# vga_scan_generator

vga_scan_generator, signal metal coverage by tile:
14 x 14 tiles, from dark blue (low) to red (high), scaled to the fullest tile. Values are wire area over tile area, all layers added.
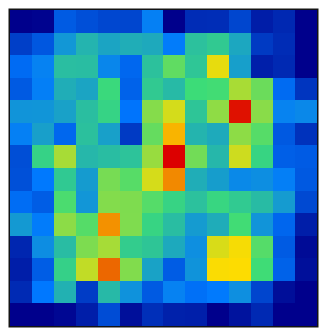

### src/rtl/vga_scan_generator_pkg.sv
// Shared raster timing defaults, RGB444 colour codes and pixel classification helpers
// for the Pong display path (scan generator, display controller, game logic).
// No ports: imported with "import vga_scan_generator_pkg::*;".
package vga_scan_generator_pkg;

  // 640x480@60 timing, in pixels / lines
  localparam int H_VISIBLE_DEF = 640;
  localparam int H_FRONT_DEF   = 16;
  localparam int H_SYNC_DEF    = 96;
  localparam int H_BACK_DEF    = 48;
  localparam int V_VISIBLE_DEF = 480;
  localparam int V_FRONT_DEF   = 10;
  localparam int V_SYNC_DEF    = 2;
  localparam int V_BACK_DEF    = 33;

  // RGB444 {R,G,B}
  localparam logic [11:0] COL_BG   = 12'h000;
  localparam logic [11:0] COL_FG   = 12'hFFF;
  localparam logic [11:0] COL_ALT  = 12'h888;
  localparam logic [11:0] COL_ALT2 = 12'h0F0;
  localparam logic [11:0] COL_ALT3 = 12'hF00;

  // One registered output pixel: sync, blanking and colour travel together.
  typedef struct packed {
    logic        hsync;
    logic        vsync;
    logic        videoOn;
    logic [11:0] rgb;
  } scanOut_t;

  // Inclusive range test on a 10-bit scan coordinate.
  function automatic logic inSpan(input logic [9:0] v, input logic [9:0] lo,
                                  input logic [9:0] hi);
    return (v >= lo) && (v <= hi);
  endfunction

  // Blanked pixels are forced black; otherwise altcol3 > altcol2 > altcol.
  function automatic logic [11:0] pickColour(input logic vis, input logic pixOn,
                                             input logic alt, input logic alt2,
                                             input logic alt3);
    if (!vis)   return 12'h000;
    if (!pixOn) return COL_BG;
    if (alt3)   return COL_ALT3;
    if (alt2)   return COL_ALT2;
    if (alt)    return COL_ALT;
    return COL_FG;
  endfunction

endpackage

### src/rtl/vga_scan_generator_frame_blinker.sv
// Frame-rate square wave: out toggles once every HALF_PERIOD tick pulses.
// Ports: clk, rst (sync, active-high), tick (one-clk frame pulse) -> out (registered flag).
// out toggles on the same clock edge that wraps the tick counter.
module frame_blinker #(
  parameter int HALF_PERIOD = 30
) (
  input  logic clk,
  input  logic rst,
  input  logic tick,
  output logic out
);

  localparam int CntW = (HALF_PERIOD > 1) ? $clog2(HALF_PERIOD) : 1;
  localparam logic [CntW-1:0] CntLast = CntW'(HALF_PERIOD - 1);

  logic [CntW-1:0] cnt;

  always_ff @(posedge clk) begin
    if (rst) begin
      cnt <= '0;
      out <= 1'b0;
    end else if (tick) begin
      if (cnt == CntLast) begin
        cnt <= '0;
        out <= ~out;
      end else begin
        cnt <= cnt + 1'b1;
      end
    end
  end

endmodule

### src/rtl/vga_scan_generator.sv
// VGA raster generator for the Pong top level: scan counters out to the display
// controller, its pixel classification back in, registered pixel-aligned RGB/sync out.
// Ports: clk, rst (sync active-high); pixval/altcol/altcol2/altcol3 in; xpix/ypix,
//   hsync/vsync (active-low), rgb, video_on, frame_tick, gmv_flash, flick out.
module vga_scan_generator
  import vga_scan_generator_pkg::*;
#(
  parameter int H_VISIBLE    = H_VISIBLE_DEF,
  parameter int H_FRONT      = H_FRONT_DEF,
  parameter int H_SYNC       = H_SYNC_DEF,
  parameter int H_BACK       = H_BACK_DEF,
  parameter int V_VISIBLE    = V_VISIBLE_DEF,
  parameter int V_FRONT      = V_FRONT_DEF,
  parameter int V_SYNC       = V_SYNC_DEF,
  parameter int V_BACK       = V_BACK_DEF,
  parameter int PIX_DIV      = 2,
  parameter int FLASH_FRAMES = 30,
  parameter int FLICK_FRAMES = 4
) (
  input  logic        clk,
  input  logic        rst,
  input  logic        pixval,
  input  logic        altcol,
  input  logic        altcol2,
  input  logic        altcol3,
  output logic [9:0]  xpix,
  output logic [9:0]  ypix,
  output logic        hsync,
  output logic        vsync,
  output logic [11:0] rgb,
  output logic        video_on,
  output logic        frame_tick,
  output logic        gmv_flash,
  output logic        flick
);

  // Boundaries derived from the timing parameters, all 10-bit unsigned.
  localparam logic [9:0] HVis       = 10'(H_VISIBLE);
  localparam logic [9:0] VVis       = 10'(V_VISIBLE);
  localparam logic [9:0] HSyncStart = 10'(H_VISIBLE + H_FRONT);
  localparam logic [9:0] HSyncEnd   = 10'(H_VISIBLE + H_FRONT + H_SYNC - 1);
  localparam logic [9:0] VSyncStart = 10'(V_VISIBLE + V_FRONT);
  localparam logic [9:0] VSyncEnd   = 10'(V_VISIBLE + V_FRONT + V_SYNC - 1);
  localparam logic [9:0] HLast      = 10'(H_VISIBLE + H_FRONT + H_SYNC + H_BACK - 1);
  localparam logic [9:0] VLast      = 10'(V_VISIBLE + V_FRONT + V_SYNC + V_BACK - 1);

  localparam int DivW = (PIX_DIV > 1) ? $clog2(PIX_DIV) : 1;
  localparam logic [DivW-1:0] DivLast = DivW'(PIX_DIV - 1);

  logic [DivW-1:0] div;
  logic            pixEn;
  scanOut_t        nextOut;
  scanOut_t        outReg;
  logic            inVis;

  // With PIX_DIV=1 DivLast is 0, so div never leaves 0 and pixEn is always high.
  assign pixEn = (div == DivLast);

  always_ff @(posedge clk) begin
    if (rst || pixEn) div <= '0;
    else              div <= div + 1'b1;
  end

  // Stage 0: scan position seen by the display controller.
  always_ff @(posedge clk) begin
    if (rst) begin
      xpix <= '0;
      ypix <= '0;
    end else if (pixEn) begin
      if (xpix == HLast) begin
        xpix <= '0;
        ypix <= (ypix == VLast) ? 10'd0 : ypix + 10'd1;
      end else begin
        xpix <= xpix + 10'd1;
      end
    end
  end

  // Stage 1: classify the stage-0 position together with the controller's answer,
  // so sync and colour leave the block on the same edge.
  always_comb begin
    inVis           = (xpix < HVis) && (ypix < VVis);
    nextOut.hsync   = !inSpan(xpix, HSyncStart, HSyncEnd);
    nextOut.vsync   = !inSpan(ypix, VSyncStart, VSyncEnd);
    nextOut.videoOn = inVis;
    nextOut.rgb     = pickColour(inVis, pixval, altcol, altcol2, altcol3);
  end

  always_ff @(posedge clk) begin
    if (rst) begin
      outReg <= '{hsync: 1'b1, vsync: 1'b1, videoOn: 1'b0, rgb: 12'h000};
    end else if (pixEn) begin
      outReg <= nextOut;
    end
  end

  assign hsync    = outReg.hsync;
  assign vsync    = outReg.vsync;
  assign video_on = outReg.videoOn;
  assign rgb      = outReg.rgb;

  // Decoded from registers only; high for the single clk that ends the frame.
  assign frame_tick = pixEn && (xpix == HLast) && (ypix == VLast);

  frame_blinker #(.HALF_PERIOD(FLASH_FRAMES)) flashBlinker (
    .clk  (clk),
    .rst  (rst),
    .tick (frame_tick),
    .out  (gmv_flash)
  );

  frame_blinker #(.HALF_PERIOD(FLICK_FRAMES)) flickBlinker (
    .clk  (clk),
    .rst  (rst),
    .tick (frame_tick),
    .out  (flick)
  );

endmodule
### config.mk
export PLATFORM = sky130hd
export DESIGN_NAME = vga_scan_generator
export DESIGN_NICKNAME = d
export VERILOG_FILES = /design/src/rtl/vga_scan_generator_pkg.sv /design/src/rtl/vga_scan_generator_frame_blinker.sv /design/src/rtl/vga_scan_generator.sv
export SDC_FILE = /design/constraint.sdc
export NUM_CORES = 1
export LEC_CHECK = 0
export ABC_AREA = 1
export CORE_AREA = 2 2 67 69
export CTS_CLUSTER_SIZE = 8
export DETAILED_ROUTE_END_ITERATION = 6
export DIE_AREA = 0 0 69 71
export GPL_ROUTABILITY_DRIVEN = 1
export PLACE_DENSITY_LB_ADDON = 0.05
export RECOVER_POWER = 100
export SETUP_SLACK_MARGIN = 0.05
export SLEW_MARGIN = 20
export SYNTH_ARGS = -nofsm -noshare
export SYNTH_HDL_FRONTEND = slang
export SYNTH_SLANG_ARGS = --single-unit
### constraint.sdc
create_clock -name clk -period 2.4 [get_ports clk]
set_clock_uncertainty 0.2 [all_clocks]
set_input_delay 0.72 -clock clk [delete_from_list [all_inputs] [get_ports clk]]
set_output_delay 0.72 -clock clk [all_outputs]
set_load 0.005 [all_outputs]
# c499_sec_encoder_flat

$ cat src/rtl/c499_sec_pkg.sv
// Shared constants and check-bit function for the c499 SEC encode/decode path.
// Each data bit maps to a unique check-bit syndrome of weight >= 2.
package c499_sec_pkg;

    localparam int DW     = 32;
    localparam int CW     = 8;
    localparam int CODE_W = DW + CW;
    localparam int CNT_W  = 16;
    localparam int POS_W  = 6;

    localparam logic [POS_W-1:0] POS_MAX = 6'd39;

    localparam logic [DW-1:0] MASK [0:CW-1] = '{
        32'h000000FF, 32'h0000FF00, 32'h00FF0000, 32'hFF000000,
        32'h91919191, 32'h32323232, 32'h64646464, 32'hC8C8C8C8
    };

    function automatic logic [CW-1:0] sec_check(input logic [DW-1:0] data);
        logic [CW-1:0] chk;
        chk = '0;
        for (int j = 0; j < CW; j++) begin
            chk[j] = ^(data & MASK[j]);
        end
        return chk;
    endfunction

endpackage

$ cat src/rtl/c499_sec_encoder_if.sv
// Stream and statistics bundle of the c499 SEC encoder.
// master = stimulus side, slave = encoder.
interface c499_sec_encoder_if;
    import c499_sec_pkg::*;

    logic                 in_valid;
    logic                 in_ready;
    logic [DW-1:0]        in_data;
    logic                 inj_en;
    logic                 inj_sweep;
    logic [POS_W-1:0]     inj_pos;
    logic                 out_valid;
    logic                 out_ready;
    logic [CODE_W-1:0]    out_code;
    logic                 out_rd_en;
    logic                 out_injected;
    logic [CNT_W-1:0]     word_cnt;
    logic [CNT_W-1:0]     inj_cnt;

    modport master (
        output in_valid, in_data, inj_en, inj_sweep, inj_pos, out_ready,
        input  in_ready, out_valid, out_code, out_rd_en, out_injected, word_cnt, inj_cnt
    );

    modport slave (
        input  in_valid, in_data, inj_en, inj_sweep, inj_pos, out_ready,
        output in_ready, out_valid, out_code, out_rd_en, out_injected, word_cnt, inj_cnt
    );

endinterface

$ cat src/rtl/c499_sec_gen.sv
// Combinational check-bit generator: one parity tree per check bit.
module c499_sec_gen
    import c499_sec_pkg::*;
(
    input  logic [DW-1:0] data,
    output logic [CW-1:0] check
);

    generate
        for (genvar gi = 0; gi < CW; gi++) begin : g_chk
            assign check[gi] = ^(data & MASK[gi]);
        end
    endgenerate

endmodule

$ cat src/rtl/c499_sec_encoder.sv
// Two-stage valid/ready c499 SEC encoder with optional single-bit fault injection
// and saturating word / injection counters.
module c499_sec_encoder
    import c499_sec_pkg::*;
(
    input  logic             clk,
    input  logic             reset,
    c499_sec_encoder_if.slave bus
);

    logic                 s1_v_reg;
    logic [DW-1:0]        s1_data_reg;
    logic                 s1_flip_reg;
    logic [POS_W-1:0]     s1_pos_reg;
    logic                 s2_v_reg;
    logic [CODE_W-1:0]    s2_code_reg;
    logic                 s2_inj_reg;
    logic [POS_W-1:0]     sweep_cnt_reg;
    logic [CNT_W-1:0]     word_cnt_reg;
    logic [CNT_W-1:0]     inj_cnt_reg;

    logic                 s2_adv;
    logic                 s1_adv;
    logic                 in_acc;
    logic                 out_acc;
    logic [POS_W-1:0]     pos_next;
    logic                 flip_next;
    logic [CW-1:0]        check;
    logic [CODE_W-1:0]    flip_mask;
    logic [CODE_W-1:0]    code_next;

    assign s2_adv  = !s2_v_reg || bus.out_ready;
    assign s1_adv  = !s1_v_reg || s2_adv;
    assign in_acc  = bus.in_valid && s1_adv;
    assign out_acc = s2_v_reg && bus.out_ready;

    // Position is resolved at S1 so the sweep value travels with its word.
    assign pos_next  = bus.inj_sweep ? sweep_cnt_reg : bus.inj_pos;
    assign flip_next = bus.inj_en && (pos_next <= POS_MAX);

    c499_sec_gen u_gen (
        .data  (s1_data_reg),
        .check (check)
    );

    assign flip_mask = s1_flip_reg ? ({{(CODE_W-1){1'b0}}, 1'b1} << s1_pos_reg) : '0;
    assign code_next = {check, s1_data_reg} ^ flip_mask;

    always_ff @(posedge clk or posedge reset) begin
        if (reset) begin
            s1_v_reg      <= 1'b0;
            s1_data_reg   <= '0;
            s1_flip_reg   <= 1'b0;
            s1_pos_reg    <= '0;
            s2_v_reg      <= 1'b0;
            s2_code_reg   <= '0;
            s2_inj_reg    <= 1'b0;
            sweep_cnt_reg <= '0;
            word_cnt_reg  <= '0;
            inj_cnt_reg   <= '0;
        end else begin
            if (s1_adv) begin
                s1_v_reg <= bus.in_valid;
                if (bus.in_valid) begin
                    s1_data_reg <= bus.in_data;
                    s1_flip_reg <= flip_next;
                    s1_pos_reg  <= pos_next;
                end
            end
            if (in_acc && bus.inj_en && bus.inj_sweep) begin
                sweep_cnt_reg <= (sweep_cnt_reg == POS_MAX) ? '0 : sweep_cnt_reg + 1'b1;
            end
            if (s2_adv) begin
                s2_v_reg   <= s1_v_reg;
                s2_inj_reg <= s1_v_reg && s1_flip_reg;
                if (s1_v_reg) begin
                    s2_code_reg <= code_next;
                end
            end
            // Statistics saturate rather than wrap so long campaigns stay meaningful.
            if (out_acc && (word_cnt_reg != '1)) begin
                word_cnt_reg <= word_cnt_reg + 1'b1;
            end
            if (out_acc && s2_inj_reg && (inj_cnt_reg != '1)) begin
                inj_cnt_reg <= inj_cnt_reg + 1'b1;
            end
        end
    end

    assign bus.in_ready     = s1_adv;
    assign bus.out_valid    = s2_v_reg;
    assign bus.out_code     = s2_code_reg;
    assign bus.out_rd_en    = s2_v_reg;
    assign bus.out_injected = s2_inj_reg;
    assign bus.word_cnt     = word_cnt_reg;
    assign bus.inj_cnt      = inj_cnt_reg;

endmodule
$ cat src/flat_wrapper.sv
// flat-port wrapper written by rule: the top's interface ports become plain ports
module c499_sec_encoder_flat import c499_sec_pkg::*;
  (clk, reset, bus_in_valid, bus_in_data, bus_inj_en, bus_inj_sweep, bus_inj_pos, bus_out_ready, bus_in_ready, bus_out_valid, bus_out_code, bus_out_rd_en, bus_out_injected, bus_word_cnt, bus_inj_cnt);
  c499_sec_encoder_if bus_i ();
  input  logic clk;
  input  logic reset;
  input wire logic [$bits(bus_i.in_valid)-1:0] bus_in_valid;
  input wire logic [$bits(bus_i.in_data)-1:0] bus_in_data;
  input wire logic [$bits(bus_i.inj_en)-1:0] bus_inj_en;
  input wire logic [$bits(bus_i.inj_sweep)-1:0] bus_inj_sweep;
  input wire logic [$bits(bus_i.inj_pos)-1:0] bus_inj_pos;
  input wire logic [$bits(bus_i.out_ready)-1:0] bus_out_ready;
  output wire logic [$bits(bus_i.in_ready)-1:0] bus_in_ready;
  output wire logic [$bits(bus_i.out_valid)-1:0] bus_out_valid;
  output wire logic [$bits(bus_i.out_code)-1:0] bus_out_code;
  output wire logic [$bits(bus_i.out_rd_en)-1:0] bus_out_rd_en;
  output wire logic [$bits(bus_i.out_injected)-1:0] bus_out_injected;
  output wire logic [$bits(bus_i.word_cnt)-1:0] bus_word_cnt;
  output wire logic [$bits(bus_i.inj_cnt)-1:0] bus_inj_cnt;
  assign bus_i.in_valid = bus_in_valid;
  assign bus_i.in_data = bus_in_data;
  assign bus_i.inj_en = bus_inj_en;
  assign bus_i.inj_sweep = bus_inj_sweep;
  assign bus_i.inj_pos = bus_inj_pos;
  assign bus_i.out_ready = bus_out_ready;
  assign bus_in_ready = bus_i.in_ready;
  assign bus_out_valid = bus_i.out_valid;
  assign bus_out_code = bus_i.out_code;
  assign bus_out_rd_en = bus_i.out_rd_en;
  assign bus_out_injected = bus_i.out_injected;
  assign bus_word_cnt = bus_i.word_cnt;
  assign bus_inj_cnt = bus_i.inj_cnt;
  c499_sec_encoder u_core (.clk(clk), .reset(reset), .bus(bus_i));
endmodule
$ cat config.mk
export PLATFORM = sky130hd
export DESIGN_NAME = c499_sec_encoder_flat
export DESIGN_NICKNAME = d
export VERILOG_FILES = /design/src/rtl/c499_sec_pkg.sv /design/src/rtl/c499_sec_encoder_if.sv /design/src/rtl/c499_sec_gen.sv /design/src/rtl/c499_sec_encoder.sv /design/src/flat_wrapper.sv
export SDC_FILE = /design/constraint.sdc
export NUM_CORES = 1
export LEC_CHECK = 0
export ABC_AREA = 1
export CELL_PAD_IN_SITES_DETAIL_PLACEMENT = 0
export CELL_PAD_IN_SITES_GLOBAL_PLACEMENT = 1
export CORE_ASPECT_RATIO = 0.9
export CORE_UTILIZATION = 35
export DETAILED_ROUTE_END_ITERATION = 10
export PLACE_DENSITY = 0.84
export SLEW_MARGIN = 20
export SYNTH_ARGS = -nofsm -noshare
export SYNTH_HDL_FRONTEND = slang
export SYNTH_SLANG_ARGS = --single-unit
$ cat constraint.sdc
create_clock -name clk -period 4.1 [get_ports clk]
set_clock_uncertainty 0.15 [all_clocks]
set_input_delay 0.82 -clock clk [delete_from_list [all_inputs] [get_ports clk]]
set_output_delay 0.82 -clock clk [all_outputs]
set_load 0.02 [all_outputs]
# player_state_sequencer_flat

File: src/rtl/player_state_sequencer_pkg.sv
// Shared encodings for the player sequencer and hit detection: states, stunmodes,
// frame durations, move speeds and playfield geometry.
package player_state_sequencer_pkg;

  typedef logic [3:0] pstate_t;
  typedef logic [1:0] stunmode_t;

  localparam logic [3:0] ST_IDLE        = 4'd0;
  localparam logic [3:0] ST_FWD         = 4'd1;
  localparam logic [3:0] ST_BACK        = 4'd2;
  localparam logic [3:0] ST_NATK_START  = 4'd3;
  localparam logic [3:0] ST_NATK_ACTIVE = 4'd4;
  localparam logic [3:0] ST_NATK_REC    = 4'd5;
  localparam logic [3:0] ST_DATK_START  = 4'd6;
  localparam logic [3:0] ST_DATK_ACTIVE = 4'd7;
  localparam logic [3:0] ST_DATK_REC    = 4'd8;
  localparam logic [3:0] ST_HITSTUN     = 4'd9;
  localparam logic [3:0] ST_BLOCKSTUN   = 4'd10;
  localparam logic [3:0] ST_DEAD        = 4'd11;

  localparam logic [1:0] SM_NEUTRAL = 2'b00;
  localparam logic [1:0] SM_HIT     = 2'b01;
  localparam logic [1:0] SM_BLOCK   = 2'b10;
  localparam logic [1:0] SM_WHIFF   = 2'b11;

  localparam logic [4:0] DUR_NATK_START  = 5'd5;
  localparam logic [4:0] DUR_NATK_ACTIVE = 5'd2;
  localparam logic [4:0] DUR_NATK_REC    = 5'd16;
  localparam logic [4:0] DUR_DATK_START  = 5'd4;
  localparam logic [4:0] DUR_DATK_ACTIVE = 5'd3;
  localparam logic [4:0] DUR_DATK_REC    = 5'd15;
  localparam logic [4:0] DUR_HITSTUN     = 5'd15;
  localparam logic [4:0] DUR_BLOCKSTUN   = 5'd3;

  localparam logic signed [3:0] SPEED_FWD  = 4'sd3;
  localparam logic signed [3:0] SPEED_BACK = 4'sd2;

  localparam int         BASE_WIDTH = 64;
  localparam logic [9:0] X_MAX      = 10'd576;

endpackage

File: src/rtl/player_state_sequencer_if.sv
// Button/stun inputs and state/position outputs between the sequencer and its neighbours.
interface player_state_sequencer_if;
  import player_state_sequencer_pkg::*;

  logic      frame_tick;
  logic      btn_left;
  logic      btn_right;
  logic      btn_atk;
  stunmode_t stunmode;
  pstate_t   state;
  logic [9:0] x;
  logic [2:0] shield;
  logic [2:0] health;
  logic       dead;

  modport master (
    output frame_tick, btn_left, btn_right, btn_atk, stunmode,
    input  state, x, shield, health, dead
  );

  modport slave (
    input  frame_tick, btn_left, btn_right, btn_atk, stunmode,
    output state, x, shield, health, dead
  );
endinterface

File: src/rtl/player_state_sequencer_frame_counter.sv
// 5-bit per-state frame counter: load on entry, count down on ticks, expire at 1.
module player_state_sequencer_frame_counter (
  input  logic       clk,
  input  logic       rst_n,
  input  logic       tick,
  input  logic       load,
  input  logic [4:0] load_val,
  output logic       expire
);
  logic [4:0] cnt;

  always_ff @(posedge clk or negedge rst_n) begin
    if (!rst_n)
      cnt <= '0;
    else if (tick) begin
      if (load)
        cnt <= load_val;
      else if (cnt != 5'd0)
        cnt <= cnt - 5'd1;
    end
  end

  // A state loaded with N is left on the tick that sees the count at 1, so it lasts N ticks.
  assign expire = (cnt == 5'd1);
endmodule

File: src/rtl/player_state_sequencer.sv
// Per-player frame-driven sequencer: buttons and hit verdicts to state, x, shield, health.
module player_state_sequencer
  import player_state_sequencer_pkg::*;
#(
  parameter bit         IS_P2       = 1'b0,
  parameter logic [9:0] X_INIT      = 10'd100,
  parameter logic [2:0] SHIELD_INIT = 3'd3,
  parameter logic [2:0] HEALTH_INIT = 3'd3
) (
  input logic                     clk,
  input logic                     rst_n,
  player_state_sequencer_if.slave bus
);
  pstate_t    state_r, st_n;
  logic [9:0] x_r, x_n;
  logic [2:0] shield_r, sh_n, health_r, hp_n;
  stunmode_t  stun_prev;
  logic       dead_r;
  logic       fwd, back, hit_req, ld, expire;
  logic [4:0] ld_val;
  logic signed [3:0]  dx;
  logic signed [10:0] x_sum;

  // P2 faces left, so the meaning of left/right swaps; both pressed cancels out.
  always_comb begin
    fwd  = IS_P2 ? (bus.btn_left & ~bus.btn_right) : (bus.btn_right & ~bus.btn_left);
    back = IS_P2 ? (bus.btn_right & ~bus.btn_left) : (bus.btn_left & ~bus.btn_right);
    dx   = fwd ? SPEED_FWD : (back ? -SPEED_BACK : 4'sd0);
    if (IS_P2) dx = -dx;
    x_sum = $signed({1'b0, x_r}) + $signed({{7{dx[3]}}, dx});
  end

  assign hit_req = ((bus.stunmode == SM_HIT) || (bus.stunmode == SM_BLOCK)) &&
                   (bus.stunmode != stun_prev) &&
                   (state_r != ST_HITSTUN) && (state_r != ST_BLOCKSTUN) && (state_r != ST_DEAD);

  always_comb begin
    st_n   = state_r;
    x_n    = x_r;
    sh_n   = shield_r;
    hp_n   = health_r;
    ld     = 1'b0;
    ld_val = 5'd0;
    if (state_r == ST_DEAD) begin
      st_n = ST_DEAD;
    end else if (hit_req) begin
      if (bus.stunmode == SM_HIT) begin
        hp_n = (health_r == 3'd0) ? 3'd0 : health_r - 3'd1;
        if (hp_n == 3'd0) begin
          st_n = ST_DEAD;
        end else begin
          st_n = ST_HITSTUN; ld = 1'b1; ld_val = DUR_HITSTUN;
        end
      end else begin
        sh_n = (shield_r == 3'd0) ? 3'd0 : shield_r - 3'd1;
        st_n = ST_BLOCKSTUN; ld = 1'b1; ld_val = DUR_BLOCKSTUN;
      end
    end else if (state_r <= ST_BACK) begin
      if (bus.btn_atk && (fwd || back)) begin
        st_n = ST_DATK_START; ld = 1'b1; ld_val = DUR_DATK_START;
      end else if (bus.btn_atk) begin
        st_n = ST_NATK_START; ld = 1'b1; ld_val = DUR_NATK_START;
      end else begin
        st_n = fwd ? ST_FWD : (back ? ST_BACK : ST_IDLE);
        if (x_sum < 11'sd0)                        x_n = 10'd0;
        else if (x_sum > $signed({1'b0, X_MAX}))   x_n = X_MAX;
        else                                       x_n = x_sum[9:0];
      end
    end else if (expire) begin
      case (state_r)
        ST_NATK_START:  begin st_n = ST_NATK_ACTIVE; ld = 1'b1; ld_val = DUR_NATK_ACTIVE; end
        ST_NATK_ACTIVE: begin st_n = ST_NATK_REC;    ld = 1'b1; ld_val = DUR_NATK_REC;    end
        ST_DATK_START:  begin st_n = ST_DATK_ACTIVE; ld = 1'b1; ld_val = DUR_DATK_ACTIVE; end
        ST_DATK_ACTIVE: begin st_n = ST_DATK_REC;    ld = 1'b1; ld_val = DUR_DATK_REC;    end
        default:        st_n = ST_IDLE;
      endcase
    end
  end

  player_state_sequencer_frame_counter u_cnt (
    .clk      (clk),
    .rst_n    (rst_n),
    .tick     (bus.frame_tick),
    .load     (ld),
    .load_val (ld_val),
    .expire   (expire)
  );

  always_ff @(posedge clk or negedge rst_n) begin
    if (!rst_n) begin
      state_r   <= ST_IDLE;
      x_r       <= X_INIT;
      shield_r  <= SHIELD_INIT;
      health_r  <= HEALTH_INIT;
      stun_prev <= SM_NEUTRAL;
      dead_r    <= 1'b0;
    end else if (bus.frame_tick) begin
      state_r   <= st_n;
      x_r       <= x_n;
      shield_r  <= sh_n;
      health_r  <= hp_n;
      stun_prev <= bus.stunmode;
      dead_r    <= (st_n == ST_DEAD);
    end
  end

  assign bus.state  = state_r;
  assign bus.x      = x_r;
  assign bus.shield = shield_r;
  assign bus.health = health_r;
  assign bus.dead   = dead_r;
endmodule

File: src/flat_wrapper.sv
// flat-port wrapper written by rule: the top's interface ports become plain ports
module player_state_sequencer_flat import player_state_sequencer_pkg::*;
#(
  parameter bit         IS_P2       = 1'b0,
  parameter logic [9:0] X_INIT      = 10'd100,
  parameter logic [2:0] SHIELD_INIT = 3'd3,
  parameter logic [2:0] HEALTH_INIT = 3'd3
)
  (clk, rst_n, bus_frame_tick, bus_btn_left, bus_btn_right, bus_btn_atk, bus_stunmode, bus_state, bus_x, bus_shield, bus_health, bus_dead);
  player_state_sequencer_if bus_i ();
  input logic clk;
  input logic rst_n;
  input wire logic [$bits(bus_i.frame_tick)-1:0] bus_frame_tick;
  input wire logic [$bits(bus_i.btn_left)-1:0] bus_btn_left;
  input wire logic [$bits(bus_i.btn_right)-1:0] bus_btn_right;
  input wire logic [$bits(bus_i.btn_atk)-1:0] bus_btn_atk;
  input wire logic [$bits(bus_i.stunmode)-1:0] bus_stunmode;
  output wire logic [$bits(bus_i.state)-1:0] bus_state;
  output wire logic [$bits(bus_i.x)-1:0] bus_x;
  output wire logic [$bits(bus_i.shield)-1:0] bus_shield;
  output wire logic [$bits(bus_i.health)-1:0] bus_health;
  output wire logic [$bits(bus_i.dead)-1:0] bus_dead;
  assign bus_i.frame_tick = bus_frame_tick;
  assign bus_i.btn_left = bus_btn_left;
  assign bus_i.btn_right = bus_btn_right;
  assign bus_i.btn_atk = bus_btn_atk;
  assign bus_i.stunmode = bus_stunmode;
  assign bus_state = bus_i.state;
  assign bus_x = bus_i.x;
  assign bus_shield = bus_i.shield;
  assign bus_health = bus_i.health;
  assign bus_dead = bus_i.dead;
  player_state_sequencer #(.IS_P2(IS_P2), .X_INIT(X_INIT), .SHIELD_INIT(SHIELD_INIT), .HEALTH_INIT(HEALTH_INIT)) u_core (.clk(clk), .rst_n(rst_n), .bus(bus_i));
endmodule
File: config.mk
export PLATFORM = sky130hd
export DESIGN_NAME = player_state_sequencer_flat
export DESIGN_NICKNAME = d
export VERILOG_FILES = /design/src/rtl/player_state_sequencer_pkg.sv /design/src/rtl/player_state_sequencer_if.sv /design/src/rtl/player_state_sequencer_frame_counter.sv /design/src/rtl/player_state_sequencer.sv /design/src/flat_wrapper.sv
export SDC_FILE = /design/constraint.sdc
export NUM_CORES = 1
export LEC_CHECK = 0
export ABC_CLOCK_PERIOD_IN_PS = 6800
export CAP_MARGIN = 10
export CORE_AREA = 2 2 74 76
export CTS_CLUSTER_DIAMETER = 50
export DETAILED_ROUTE_END_ITERATION = 16
export DIE_AREA = 0 0 76 78
export PLACE_DENSITY = 0.7
export SYNTH_ARGS = -nofsm -noshare
export SYNTH_HDL_FRONTEND = slang
export SYNTH_SLANG_ARGS = --single-unit
File: constraint.sdc
create_clock -name clk -period 6.8 [get_ports clk]
set_input_delay 1.36 -clock clk [delete_from_list [all_inputs] [get_ports clk]]
set_output_delay 1.36 -clock clk [all_outputs]
set_load 0.05 [all_outputs]
vga_scan_generator, placement view:
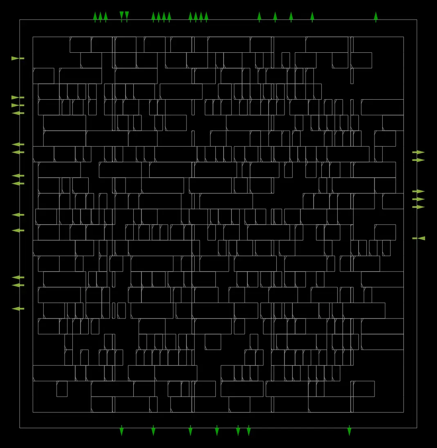
Core Region: 4200 sq um
end-of-flow core utilization: 64.8%
tap cell count: 52
placement row count: 24
Seq area share: 28.7%

## Picture notes: 'signal metal coverage by tile' of vga_scan_generator
- tiles over half the peak: 22%
- nearly empty tiles: 6.6%
- fullest tile: 0.45
- mean over tiles: 0.15

==> summary.txt, vga_scan_generator <==
Entry: Yosys synthesis followed by OpenROAD place and route.

Synthesis:
- The run gives the post-synthesis chip area from yosys as roughly 2000 sq um.
- The synthesized netlist devotes under 10% of its cell area to compound gates.
- The run puts the share of synthesized cell area in full adder, half adder and majority cells at roughly 4.4%.
- The run puts the post-synthesis area per instance at roughly 7.1 sq um.

Cells and area:
- The run puts the net count of the finished layout at between 300 and 400.
- The run gives the area of all sequential standard cells as just under 800 sq um.

Worst setup path:
- The capture point of the critical path was reported as xpix[3].
- Listed in order, past its start point the critical path passes clkbuf_1 -> clkdlybuf4s50_1.
- In this run the worst setup path begins at xpix[3].
- Walking the critical path from launch to capture passes 2 cell instances.

Detailed routing:
- The run puts the via count at 1953.
- The run gives the detailed route wirelength on metal3 as approximately 220 um.

Clock tree:
- The run gives the level count of the clock H-tree as 2.
- Looking at the post-CTS report, the setup buffer insertion count equals 0.
- The run gives the maximum buffer depth of the clock tree as 2.

Run status:
- The flow ran to the end, and the final reports show no timing, DRC or antenna violations.

STA:
- The run puts the hold violation total from the final report at 0.
- Endpoints with negative setup slack in the final report add up to 0.

Placed design:
- The run gives the placed cell count as between 300 and 400.
- The run gives the count of input and output buffers as ~43.

Power:
- The run puts the sum of internal, switching and leakage power at 1310 uW.

GRT:
- The run puts the global-route total usage across every layer at 20.1%.

Die:
- The run puts the die footprint at roughly 5000 sq um.

Run:
- The run gives the OpenROAD warning count as 30.
## vga_scan_generator: flip-flops by register name, indices dropped and copies added (netlist names)
name / flops
xpix: 10
ypix: 10
rgb: 6
flashBlinker.cnt: 5
flickBlinker.cnt: 2
div: 1
flashBlinker.out: 1
flickBlinker.out: 1
hsync: 1
video_on: 1
vsync: 1
c499_sec_encoder_flat, signal metal coverage by tile:
30 x 27 tiles, from dark blue (low) to red (high), scaled to the fullest tile. Values are wire area over tile area, all layers added.
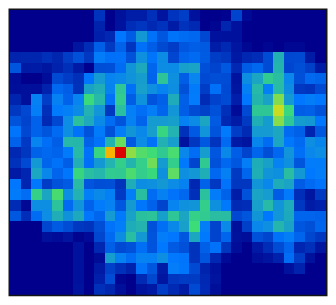
- nearly empty tiles: 19%
- mean over tiles: 0.14
- densest ninth of the die: center
- tiles over half the peak: 1.9%
- fullest tile: 0.76

==> summary.txt, c499_sec_encoder_flat <==
Entry: Yosys synthesis followed by OpenROAD place and route.

STA:
- The run gives the number of setup violations in the final report as 0.
- The run gives the final worst slack as ~1.0 ns.
- Setup repair after global routing left no endpoint under its margin.

Run status:
- The flow ran to the end, and the final reports show no timing, DRC or antenna violations.

Worst hold path:
- The path with the worst hold slack has its endpoint at u_core.bus.out_code[3].
- STA lists the startpoint of the worst hold path as u_core.bus.out_code[3].
- The run gives the worst hold path cell count as 2.

Die:
- The floorplan has ~48 rows.
- The run puts the area of the core region at between 15000 and 20000 sq um.
- The run gives the effective utilization at floorplan as 35.6%.

Worst setup path:
- According to the timing report, the critical path is launched from bus_out_ready.
- The worst setup path is captured at a primary output.
- The STA report counts the stages on the worst setup path as 4.

Power:
- The analysis attributes to net switching a power of approximately 1800 uW.
- The run puts the worst IR drop on VDD at ~0.28 mV.
- For this design the ratio of total power to cell area is 549 nW/um^2.

Detailed routing:
- The run gives the DRC marker count from the first detailed-route iteration as around 410.
- Detailed routing placed a total of roughly 1100 um of wire on met3.
- Per the detail_route log, the uppermost layer with routed signals is met4.
- The run puts the via count at just over 6000.

Clock tree:
- The run gives the CTS tree as done.

Synthesis:
- The run puts the area of the mapped netlist at approximately 6800 sq um.
- The run puts the fraction of the mapped netlist area in compound gates at under 10%.
- The run gives the number of standard cells reported by yosys as ~920.
- By count the netlist is led by sky130_fd_sc_hd__nand2_1 (338), sky130_fd_sc_hd__dfrtp_1 (120), sky130_fd_sc_hd__inv_1 (90), sky130_fd_sc_hd__o21ai_0 (77), sky130_fd_sc_hd__nand3_1 (71).

Placed design:
- The run puts the worst slack at placement at between 1 and 1.5 ns.

Cells and area:
- The run puts the utilization of the core after routing at roughly 46%.
-- c499_sec_encoder_flat: power by group through the flow --
stage | combinational (uW) | clock (uW) | sequential [uW]
global route | 1910 | 1480 | 1780
detailed placement | 1720 | 0 | 1750
global placement | 1680 | 0 | 1750
CTS | 1720 | 1430 | 1730
floorplan | 877 | 0 | 1900
finish | 1710 | 1400 | 1740
-- c499_sec_encoder_flat: cell type report --
type / count / area [sq um]
flip-flops and latches: 120 / 3000
fillers: 1897 / 10300
clock buffers: 23 / 478
well taps: 250 / 313
multi-input cells: 677 / 3360
repair buffers: 123 / 1230
inverters: 94 / 360
clock inverters: 8 / 72.6
player_state_sequencer_flat, signal metal coverage by tile:
15 x 16 tiles, from dark blue (low) to red (high), scaled to the fullest tile. Values are wire area over tile area, all layers added.
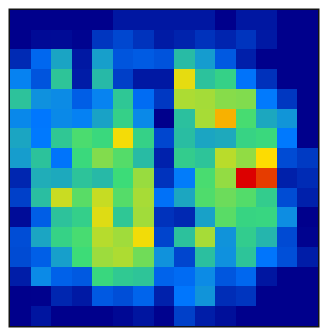
- mean over tiles: 0.15
- fullest tile: 0.55
- nearly empty tiles: 17%
- tiles over half the peak: 17%

player_state_sequencer_flat, placement view:
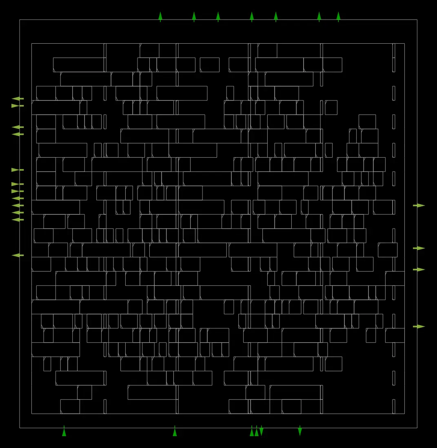
fillcell total: 477
placement row count: 26
Core Region: 5040 sq um

==> summary.txt, player_state_sequencer_flat <==
Entry: Yosys synthesis followed by OpenROAD place and route.

Worst setup path:
- The worst register-to-register path ends at u_core.bus.x[6].
- The run gives the worst path required time as 6.99 ns.
- The run gives the logic depth of the worst register-to-register path as 9.
- The run puts the register-to-register path setup slack at ~4 ns.

Placed design:
- The run puts the placed cell count at roughly 370.
- The run puts the half-perimeter wire length after detailed placement at between 4000 and 5000 um.

GRT:
- The number of global-route vias before repair came to 2000.

Synthesis:
- After synthesis the cells add up to around 2500 sq um.
- A synthesized cell averages 8.51 sq um.
- For reference, XOR and XNOR gates occupy under 10% of the area reported after synthesis.
- The run puts the post-synth net total at just over 300.

Power:
- Combinational logic burns a little under three fifths of the power.
- The run puts the sum of internal, switching and leakage power at about 1000 uW.

STA:
- Per the timing report, the achievable frequency comes out to 233 MHz.

Detailed routing:
- The run gives the DRC marker count from the first detailed-route iteration as 98.
- In this run the top signal layer used is met4.
- The run puts the residual DRC count at 0.

Die:
- The run puts the die footprint at between 5000 and 6000 sq um.

Run status:
- The flow ran to the end, and the final reports show no timing, DRC or antenna violations.

Cells and area:
- The run gives the proportion of cell area spent on the clock network as between 1.5 and 2%.
- Per the final layout report, the fraction of cells sized above drive strength 1 comes to 10.1%.

Clock tree:
- The run gives the count of instances resized after the clock tree is built as 0.
[player_state_sequencer_flat: placed cells by master, fill, tap and decap left out, drive strengths merged, types with 3 or more instances in the layout]
cell type	instances
a2bb2oi	3
nor3b	3
xnor2	8
and2	3
dfstp	7
dfrtp	21
nand2	32
a32oi	4
o21ai	20
mux2i	5
o311ai	3
a22o	3
o21a	3
a32o	4
mux2	4
or2	4
clkbuf	4
a21oi	14
nor3	6
nor2	21
clkdlybuf4s50	28
nor2b	8
nand3	11
ha	11
inv	16
xor2	3
a31oi	3
and3	3
nand2b	7
o31ai	6

# mac_seq_ctrl_flat

mac_seq_ctrl_flat, placed cells, one color a class:
Fill, decap, tap and diode cells in gray.
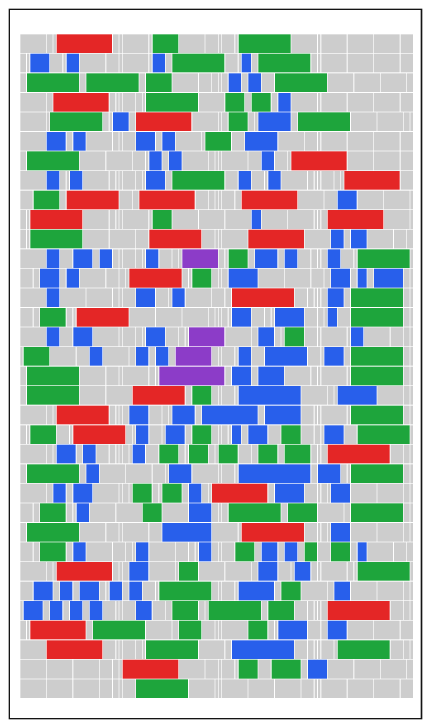
mac_seq_ctrl_flat, placement view:
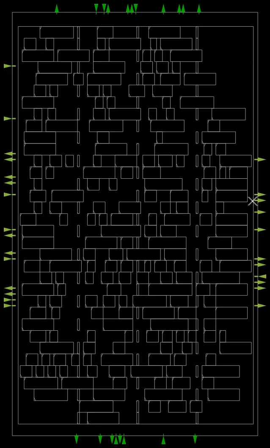
**config.mk**
```make
export PLATFORM = sky130hd
export DESIGN_NAME = mac_seq_ctrl_flat
export DESIGN_NICKNAME = d
export VERILOG_FILES = /design/src/rtl/mac_seq_ctrl_if.sv /design/src/rtl/mac_seq_ctrl.sv /design/src/flat_wrapper.sv
export SDC_FILE = /design/constraint.sdc
export NUM_CORES = 1
export LEC_CHECK = 0
export CELL_PAD_IN_SITES_DETAIL_PLACEMENT = 1
export CELL_PAD_IN_SITES_GLOBAL_PLACEMENT = 2
export CORE_ASPECT_RATIO = 1.75
export CORE_MARGIN = 1
export CORE_UTILIZATION = 26
export DETAILED_ROUTE_END_ITERATION = 10
export MAX_ROUTING_LAYER = met4
export PLACE_DENSITY_LB_ADDON = 0.1
export SLEW_MARGIN = 15
export SYNTH_ARGS = -nofsm -noshare
export SYNTH_HDL_FRONTEND = slang
export SYNTH_SLANG_ARGS = --single-unit
```
**constraint.sdc**
```tcl
create_clock -name clk -period 1.6 [get_ports clk]
set_input_delay 0.24 -clock clk [delete_from_list [all_inputs] [get_ports clk]]
set_output_delay 0.24 -clock clk [all_outputs]
set_load 0.1 [all_outputs]
```
**src/rtl/mac_seq_ctrl_if.sv**
```systemverilog
// Command channel between the pin-level host logic and the MAC sequencer.
// The host drives a valid/op/data transaction and the sequencer answers with ready.
interface mac_seq_ctrl_if #(
  parameter int W = 8
);
  logic         cmd_valid;
  logic         cmd_ready;
  logic [1:0]   cmd_op;
  logic [W-1:0] cmd_data;

  modport master (
    output cmd_valid,
    output cmd_op,
    output cmd_data,
    input  cmd_ready
  );

  modport slave (
    input  cmd_valid,
    input  cmd_op,
    input  cmd_data,
    output cmd_ready
  );
endinterface

```
**src/rtl/mac_seq_ctrl.sv**
```systemverilog
// Sequencer for an iterative shift-add MAC datapath.
// Latches operands from host commands, walks the datapath through
// load -> W steps -> commit (or load -> commit when B is zero), and keeps a
// saturating count of committed MACs. ena=0 freezes the whole sequence.
module mac_seq_ctrl #(
  parameter  int W     = 8,
  parameter  int CNT_W = 4,
  localparam int IDX_W = $clog2(W)
) (
  input  logic              clk,
  input  logic              rst_n,
  input  logic              ena,
  mac_seq_ctrl_if.slave     cmd,
  output logic              busy,
  output logic              done,
  output logic [CNT_W-1:0]  mac_count,
  output logic              cnt_sat,
  output logic [W-1:0]      dp_op_a,
  output logic [W-1:0]      dp_op_b,
  output logic              dp_load,
  output logic              dp_step,
  output logic [IDX_W-1:0]  dp_bit_idx,
  output logic              dp_commit,
  output logic              dp_clr
);

  typedef enum logic [2:0] {
    ST_IDLE   = 3'd0,
    ST_LOAD   = 3'd1,
    ST_STEP   = 3'd2,
    ST_COMMIT = 3'd3,
    ST_CLEAR  = 3'd4
  } state_e;

  localparam logic [1:0]       OP_LOAD_A = 2'b00;
  localparam logic [1:0]       OP_RUN    = 2'b01;
  localparam logic [1:0]       OP_CLEAR  = 2'b10;
  localparam logic [1:0]       OP_RERUN  = 2'b11;
  localparam logic [CNT_W-1:0] CNT_MAX   = {CNT_W{1'b1}};
  localparam logic [IDX_W-1:0] IDX_LAST  = IDX_W'(W - 1);

  state_e           state_q,   state_d;
  logic [IDX_W-1:0] bit_idx_q, bit_idx_d;
  logic [W-1:0]     op_a_q,    op_a_d;
  logic [W-1:0]     op_b_q,    op_b_d;
  logic [CNT_W-1:0] count_q,   count_d;
  logic             xfer_s;

  // State and datapath registers with synchronous active-low reset.
  always_ff @(posedge clk) begin
    if (!rst_n) begin
      state_q   <= ST_IDLE;
      bit_idx_q <= '0;
      op_a_q    <= '0;
      op_b_q    <= '0;
      count_q   <= '0;
    end else begin
      state_q   <= state_d;
      bit_idx_q <= bit_idx_d;
      op_a_q    <= op_a_d;
      op_b_q    <= op_b_d;
      count_q   <= count_d;
    end
  end

  // Next-state and register-update logic; everything holds while ena is low.
  always_comb begin
    state_d   = state_q;
    bit_idx_d = bit_idx_q;
    op_a_d    = op_a_q;
    op_b_d    = op_b_q;
    count_d   = count_q;
    // Ready is only ever high in IDLE with ena, so a transfer is decoded
    // from state rather than from the ready output itself.
    xfer_s    = cmd.cmd_valid & (state_q == ST_IDLE) & ena;

    if (ena) begin
      case (state_q)
        ST_IDLE: begin
          if (xfer_s) begin
            case (cmd.cmd_op)
              OP_LOAD_A: op_a_d = cmd.cmd_data;
              OP_RUN: begin
                op_b_d  = cmd.cmd_data;
                state_d = ST_LOAD;
              end
              OP_CLEAR:  state_d = ST_CLEAR;
              OP_RERUN:  state_d = ST_LOAD;
              default:   state_d = ST_IDLE;
            endcase
          end else begin
            state_d = ST_IDLE;
          end
        end
        ST_LOAD: begin
          // A zero multiplier contributes nothing, so skip the step phase.
          if (op_b_q == '0) begin
            state_d = ST_COMMIT;
          end else begin
            bit_idx_d = '0;
            state_d   = ST_STEP;
          end
        end
        ST_STEP: begin
          if (bit_idx_q == IDX_LAST) begin
            bit_idx_d = '0;
            state_d   = ST_COMMIT;
          end else begin
            bit_idx_d = bit_idx_q + IDX_W'(1);
            state_d   = ST_STEP;
          end
        end
        ST_COMMIT: begin
          if (count_q != CNT_MAX) begin
            count_d = count_q + CNT_W'(1);
          end else begin
            count_d = count_q;
          end
          state_d = ST_IDLE;
        end
        ST_CLEAR: begin
          count_d = '0;
          state_d = ST_IDLE;
        end
        default: state_d = ST_IDLE;
      endcase
    end else begin
      state_d = state_q;
    end
  end

  // Output decode from registered state only; ena gates every strobe so a
  // frozen sequence fires its pending strobe exactly once on resume.
  always_comb begin
    dp_load       = 1'b0;
    dp_step       = 1'b0;
    dp_commit     = 1'b0;
    dp_clr        = 1'b0;
    done          = 1'b0;
    busy          = (state_q != ST_IDLE);
    cmd.cmd_ready = (state_q == ST_IDLE) & ena;
    dp_bit_idx    = bit_idx_q;
    dp_op_a       = op_a_q;
    dp_op_b       = op_b_q;
    mac_count     = count_q;
    cnt_sat       = (count_q == CNT_MAX);

    if (ena) begin
      case (state_q)
        ST_LOAD:   dp_load = 1'b1;
        ST_STEP:   dp_step = 1'b1;
        ST_COMMIT: begin
          dp_commit = 1'b1;
          done      = 1'b1;
        end
        ST_CLEAR:  dp_clr = 1'b1;
        default:   dp_load = 1'b0;
      endcase
    end else begin
      dp_load = 1'b0;
    end
  end

endmodule

```
**src/flat_wrapper.sv**
```systemverilog
// flat-port wrapper written by rule: the top's interface ports become plain ports
module mac_seq_ctrl_flat 
#(
  parameter  int W     = 8,
  parameter  int CNT_W = 4,
  localparam int IDX_W = $clog2(W)
)
  (clk, rst_n, ena, busy, done, mac_count, cnt_sat, dp_op_a, dp_op_b, dp_load, dp_step, dp_bit_idx, dp_commit, dp_clr, cmd_cmd_valid, cmd_cmd_op, cmd_cmd_data, cmd_cmd_ready);
  mac_seq_ctrl_if #(.W(W)) cmd_i ();
  input  logic clk;
  input  logic rst_n;
  input  logic ena;
  output logic busy;
  output logic done;
  output logic [CNT_W-1:0] mac_count;
  output logic cnt_sat;
  output logic [W-1:0] dp_op_a;
  output logic [W-1:0] dp_op_b;
  output logic dp_load;
  output logic dp_step;
  output logic [IDX_W-1:0] dp_bit_idx;
  output logic dp_commit;
  output logic dp_clr;
  input wire logic [$bits(cmd_i.cmd_valid)-1:0] cmd_cmd_valid;
  input wire logic [$bits(cmd_i.cmd_op)-1:0] cmd_cmd_op;
  input wire logic [$bits(cmd_i.cmd_data)-1:0] cmd_cmd_data;
  output wire logic [$bits(cmd_i.cmd_ready)-1:0] cmd_cmd_ready;
  assign cmd_i.cmd_valid = cmd_cmd_valid;
  assign cmd_i.cmd_op = cmd_cmd_op;
  assign cmd_i.cmd_data = cmd_cmd_data;
  assign cmd_cmd_ready = cmd_i.cmd_ready;
  mac_seq_ctrl #(.W(W), .CNT_W(CNT_W)) u_core (.clk(clk), .rst_n(rst_n), .ena(ena), .cmd(cmd_i), .busy(busy), .done(done), .mac_count(mac_count), .cnt_sat(cnt_sat), .dp_op_a(dp_op_a), .dp_op_b(dp_op_b), .dp_load(dp_load), .dp_step(dp_step), .dp_bit_idx(dp_bit_idx), .dp_commit(dp_commit), .dp_clr(dp_clr));
endmodule
```
==> summary.txt <==
Entry: Yosys synthesis followed by OpenROAD place and route.

Run status:
- The run finished, with violations left.
- The final reports fail on design-rule violations.

Placed design:
- The run puts the placed cell count at about 260.
- The run gives the worst slack at placement as -0.167 ns.

Synthesis:
- The run gives the post-synth net total as ~170.
- The cell area that synthesis handed to floorplanning was 1380 sq um.
- The run gives the most instantiated flip-flop cell in the synthesis netlist as sky130_fd_sc_hd__dfxtp_1.
- Yosys mapped a number of flops with a built-in enable equal to 0.
- Per the synth log, the flip-flop and latch total comes to 26.
- The run gives the number of different library cells in the post-synthesis netlist as 38.
- In the Yosys report, the sequential cells make up between 30% and 40% of the chip area.
- The run gives the number of instances in the synthesized netlist as about 150.
- The synth_stat.txt file lists the number of cells as between 150 and 200.
- The run puts the post-synthesis area per instance at around 9 sq um.
- In this run, the synthesized area fraction spent on adder and majority cells is recorded as 2.71%.
- Per the synthesis report, the single largest cell type by area occupies about 38% of cell area.

GRT:
- The run puts the number of antenna violations at the first check in global routing at 0.
- The run gives the largest net degree at the start of global routing as 19.
- After global routing, the most crowded layer is met2.
- The run puts the global-route total usage across every layer at approximately 18%.
- The run gives the number of global-route vias before repair as ~1600.
- The run puts the met3 track utilization from global routing at 1.97%.

Worst hold path:
- In the hold report, the worst path ends at u_core.dp_bit_idx[1].
- The launch point of the worst min-delay path is recorded as u_core.dp_bit_idx[1].

Detailed routing:
- The run gives the remaining number of nets flagged by the antenna check after routing as 0.
- The routed layout reports a DRC error count of 2.
- The script logs the mean routed wire length per placed instance as ~17 um.
- The detailed router reports a met3 wire length of roughly 100 um.
- The run gives the first-pass iteration count of the detailed router as 7.
- The run puts the DRC marker count from the first detailed-route iteration at 23.
- The run puts the total wire length after detailed routing at approximately 4500 um.

Power:
- Ranked by power, first place goes to registers.
- The run puts the sequential logic power at 682 uW.
- The run gives the clock-net power as about 490 uW.
- The run puts the internal power summed over all cells at ~1200 uW.
- The run gives the combinational power as 522 uW.
- The run gives the leakage power summed over all cells as 0.000961 uW.
- IR analysis of the VDD net gives a maximum drop of approximately 0.41 mV.

Worst setup path:
- The run gives the arrival time at the worst endpoint as 1.32 ns.
- Per STA, the startpoint of the critical path is u_core.state_q[2].
- The run gives the worst path required time as about 1.4 ns.
- The run puts the sum of buffers and inverters on the critical path at 2.
- Broken down by cell family, the worst path's largest delay share belongs to simple AND/OR/NAND/NOR gates.
- The run puts the register-to-register path setup slack at roughly 0.08 ns.
- The run gives the top fanout value on the critical path as 10.
- STA classifies the critical path endpoint as a primary output.
- The slowest stage of the critical path is the sky130_fd_sc_hd__or3_4 cell.

STA:
- The run puts the total negative slack at 0 ns.
- The run gives the worst hold slack after final layout as 0.517 ns.
- Subtracting the final worst setup slack from the clock period gives roughly 1.6 ns.
- The run puts the final worst slack at roughly 0.037 ns.
- The run puts the slew at the pin closest to its max-slew limit at roughly 0.41 ns.

Die:
- The run gives the area of the core region as ~5100 sq um.
- The run puts the effective utilization at floorplan at ~27%.

Clock tree:
- The run gives the level count of the clock H-tree as 1.
## Picture notes: 'placed cells, one color a class' of mac_seq_ctrl_flat
- flops: red (cells 26; share of their area 23%)
- clock drivers and dummy loads: purple (cells 4; share of their area 2.7%)
- combinational and other logic: blue (cells 111; share of their area 34%)
- other buffers and delay cells: green (cells 72; share of their area 41%)

## Picture notes: 'placement view' of mac_seq_ctrl_flat
end-of-flow core utilization: 49.5%
non-filler instance count after layout: 267
tap cell count: 54
fillcell total: 565
placement row count: 34

[repair_timing]
action                     4_1_cts  5_1_grt
setup buffers                    7        1
setup endpoints to repair        8        5
gates resized                   12        3
pin swaps                        1        1
[cell type report]
type | instances | area [sq um] | area share [%]
Multi-Input combinational cell | 106 | 806 | 32.2
Timing Repair Buffer | 72 | 990 | 39.5
Clock buffer | 4 | 66.3 | 2.65
Sequential cell | 26 | 553 | 22.1
Tap cell | 54 | 67.6 | 2.70
Inverter | 5 | 23.8 | 0.949


==> layout pictures side by side <==
Wires at chosen ports, followed through buffers.
picture 1
Bar = 20 um.
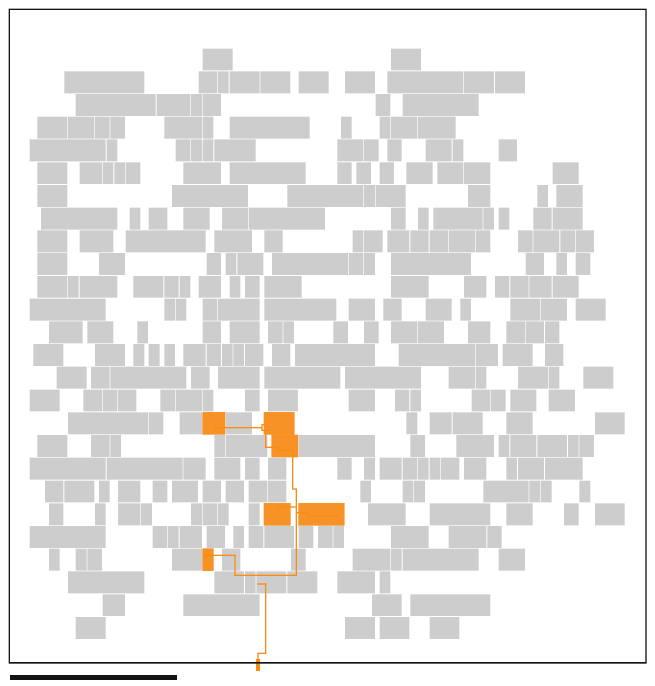
picture 2
Bar = 20 um.
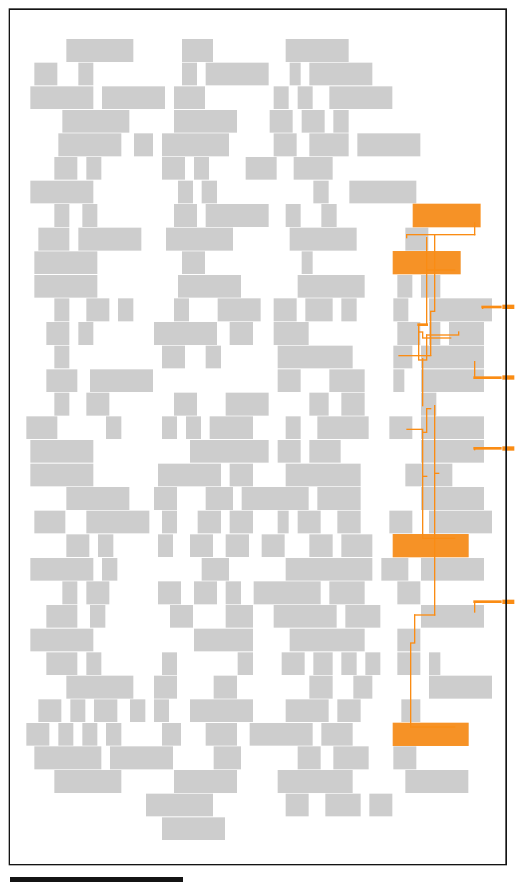
picture 3
Bar = 50 um.
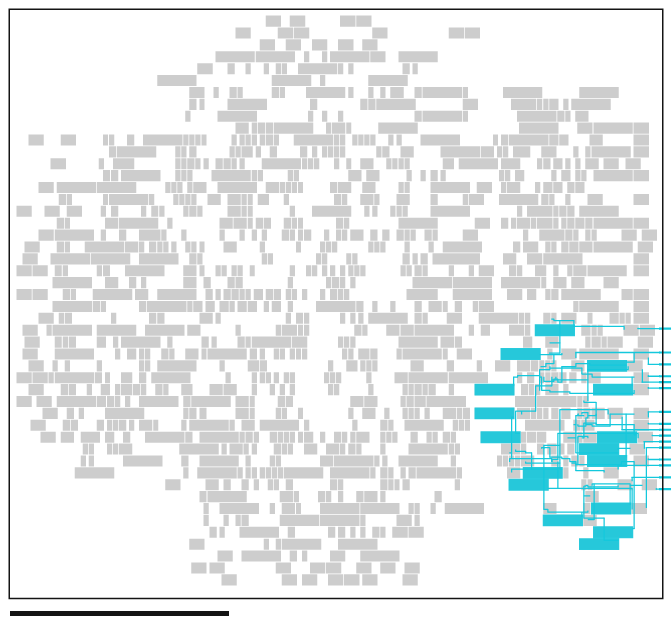
picture 4
Bar = 20 um.
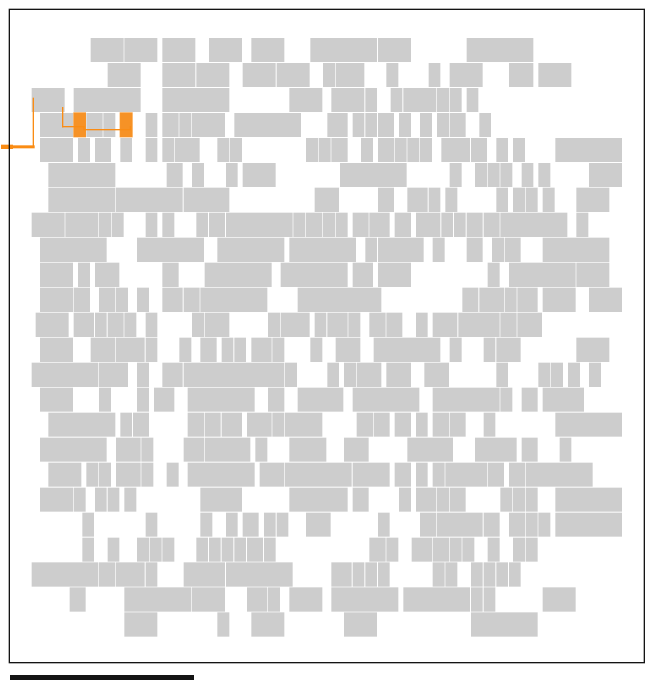
| picture | from |
|---|---|
| picture 3 | c499_sec_encoder_flat |
| picture 1 | player_state_sequencer_flat |
| picture 4 | vga_scan_generator |
| picture 2 | mac_seq_ctrl_flat |
Of these, largest die: picture 3
Of these, most cells: picture 3

Key to picture 1:
- bus_btn_atk: orange (bits 1; direction input; edge bottom; end cells 7; buffers 1; wire 61.1 um)

Power is estimated from default activity; no workload was simulated.
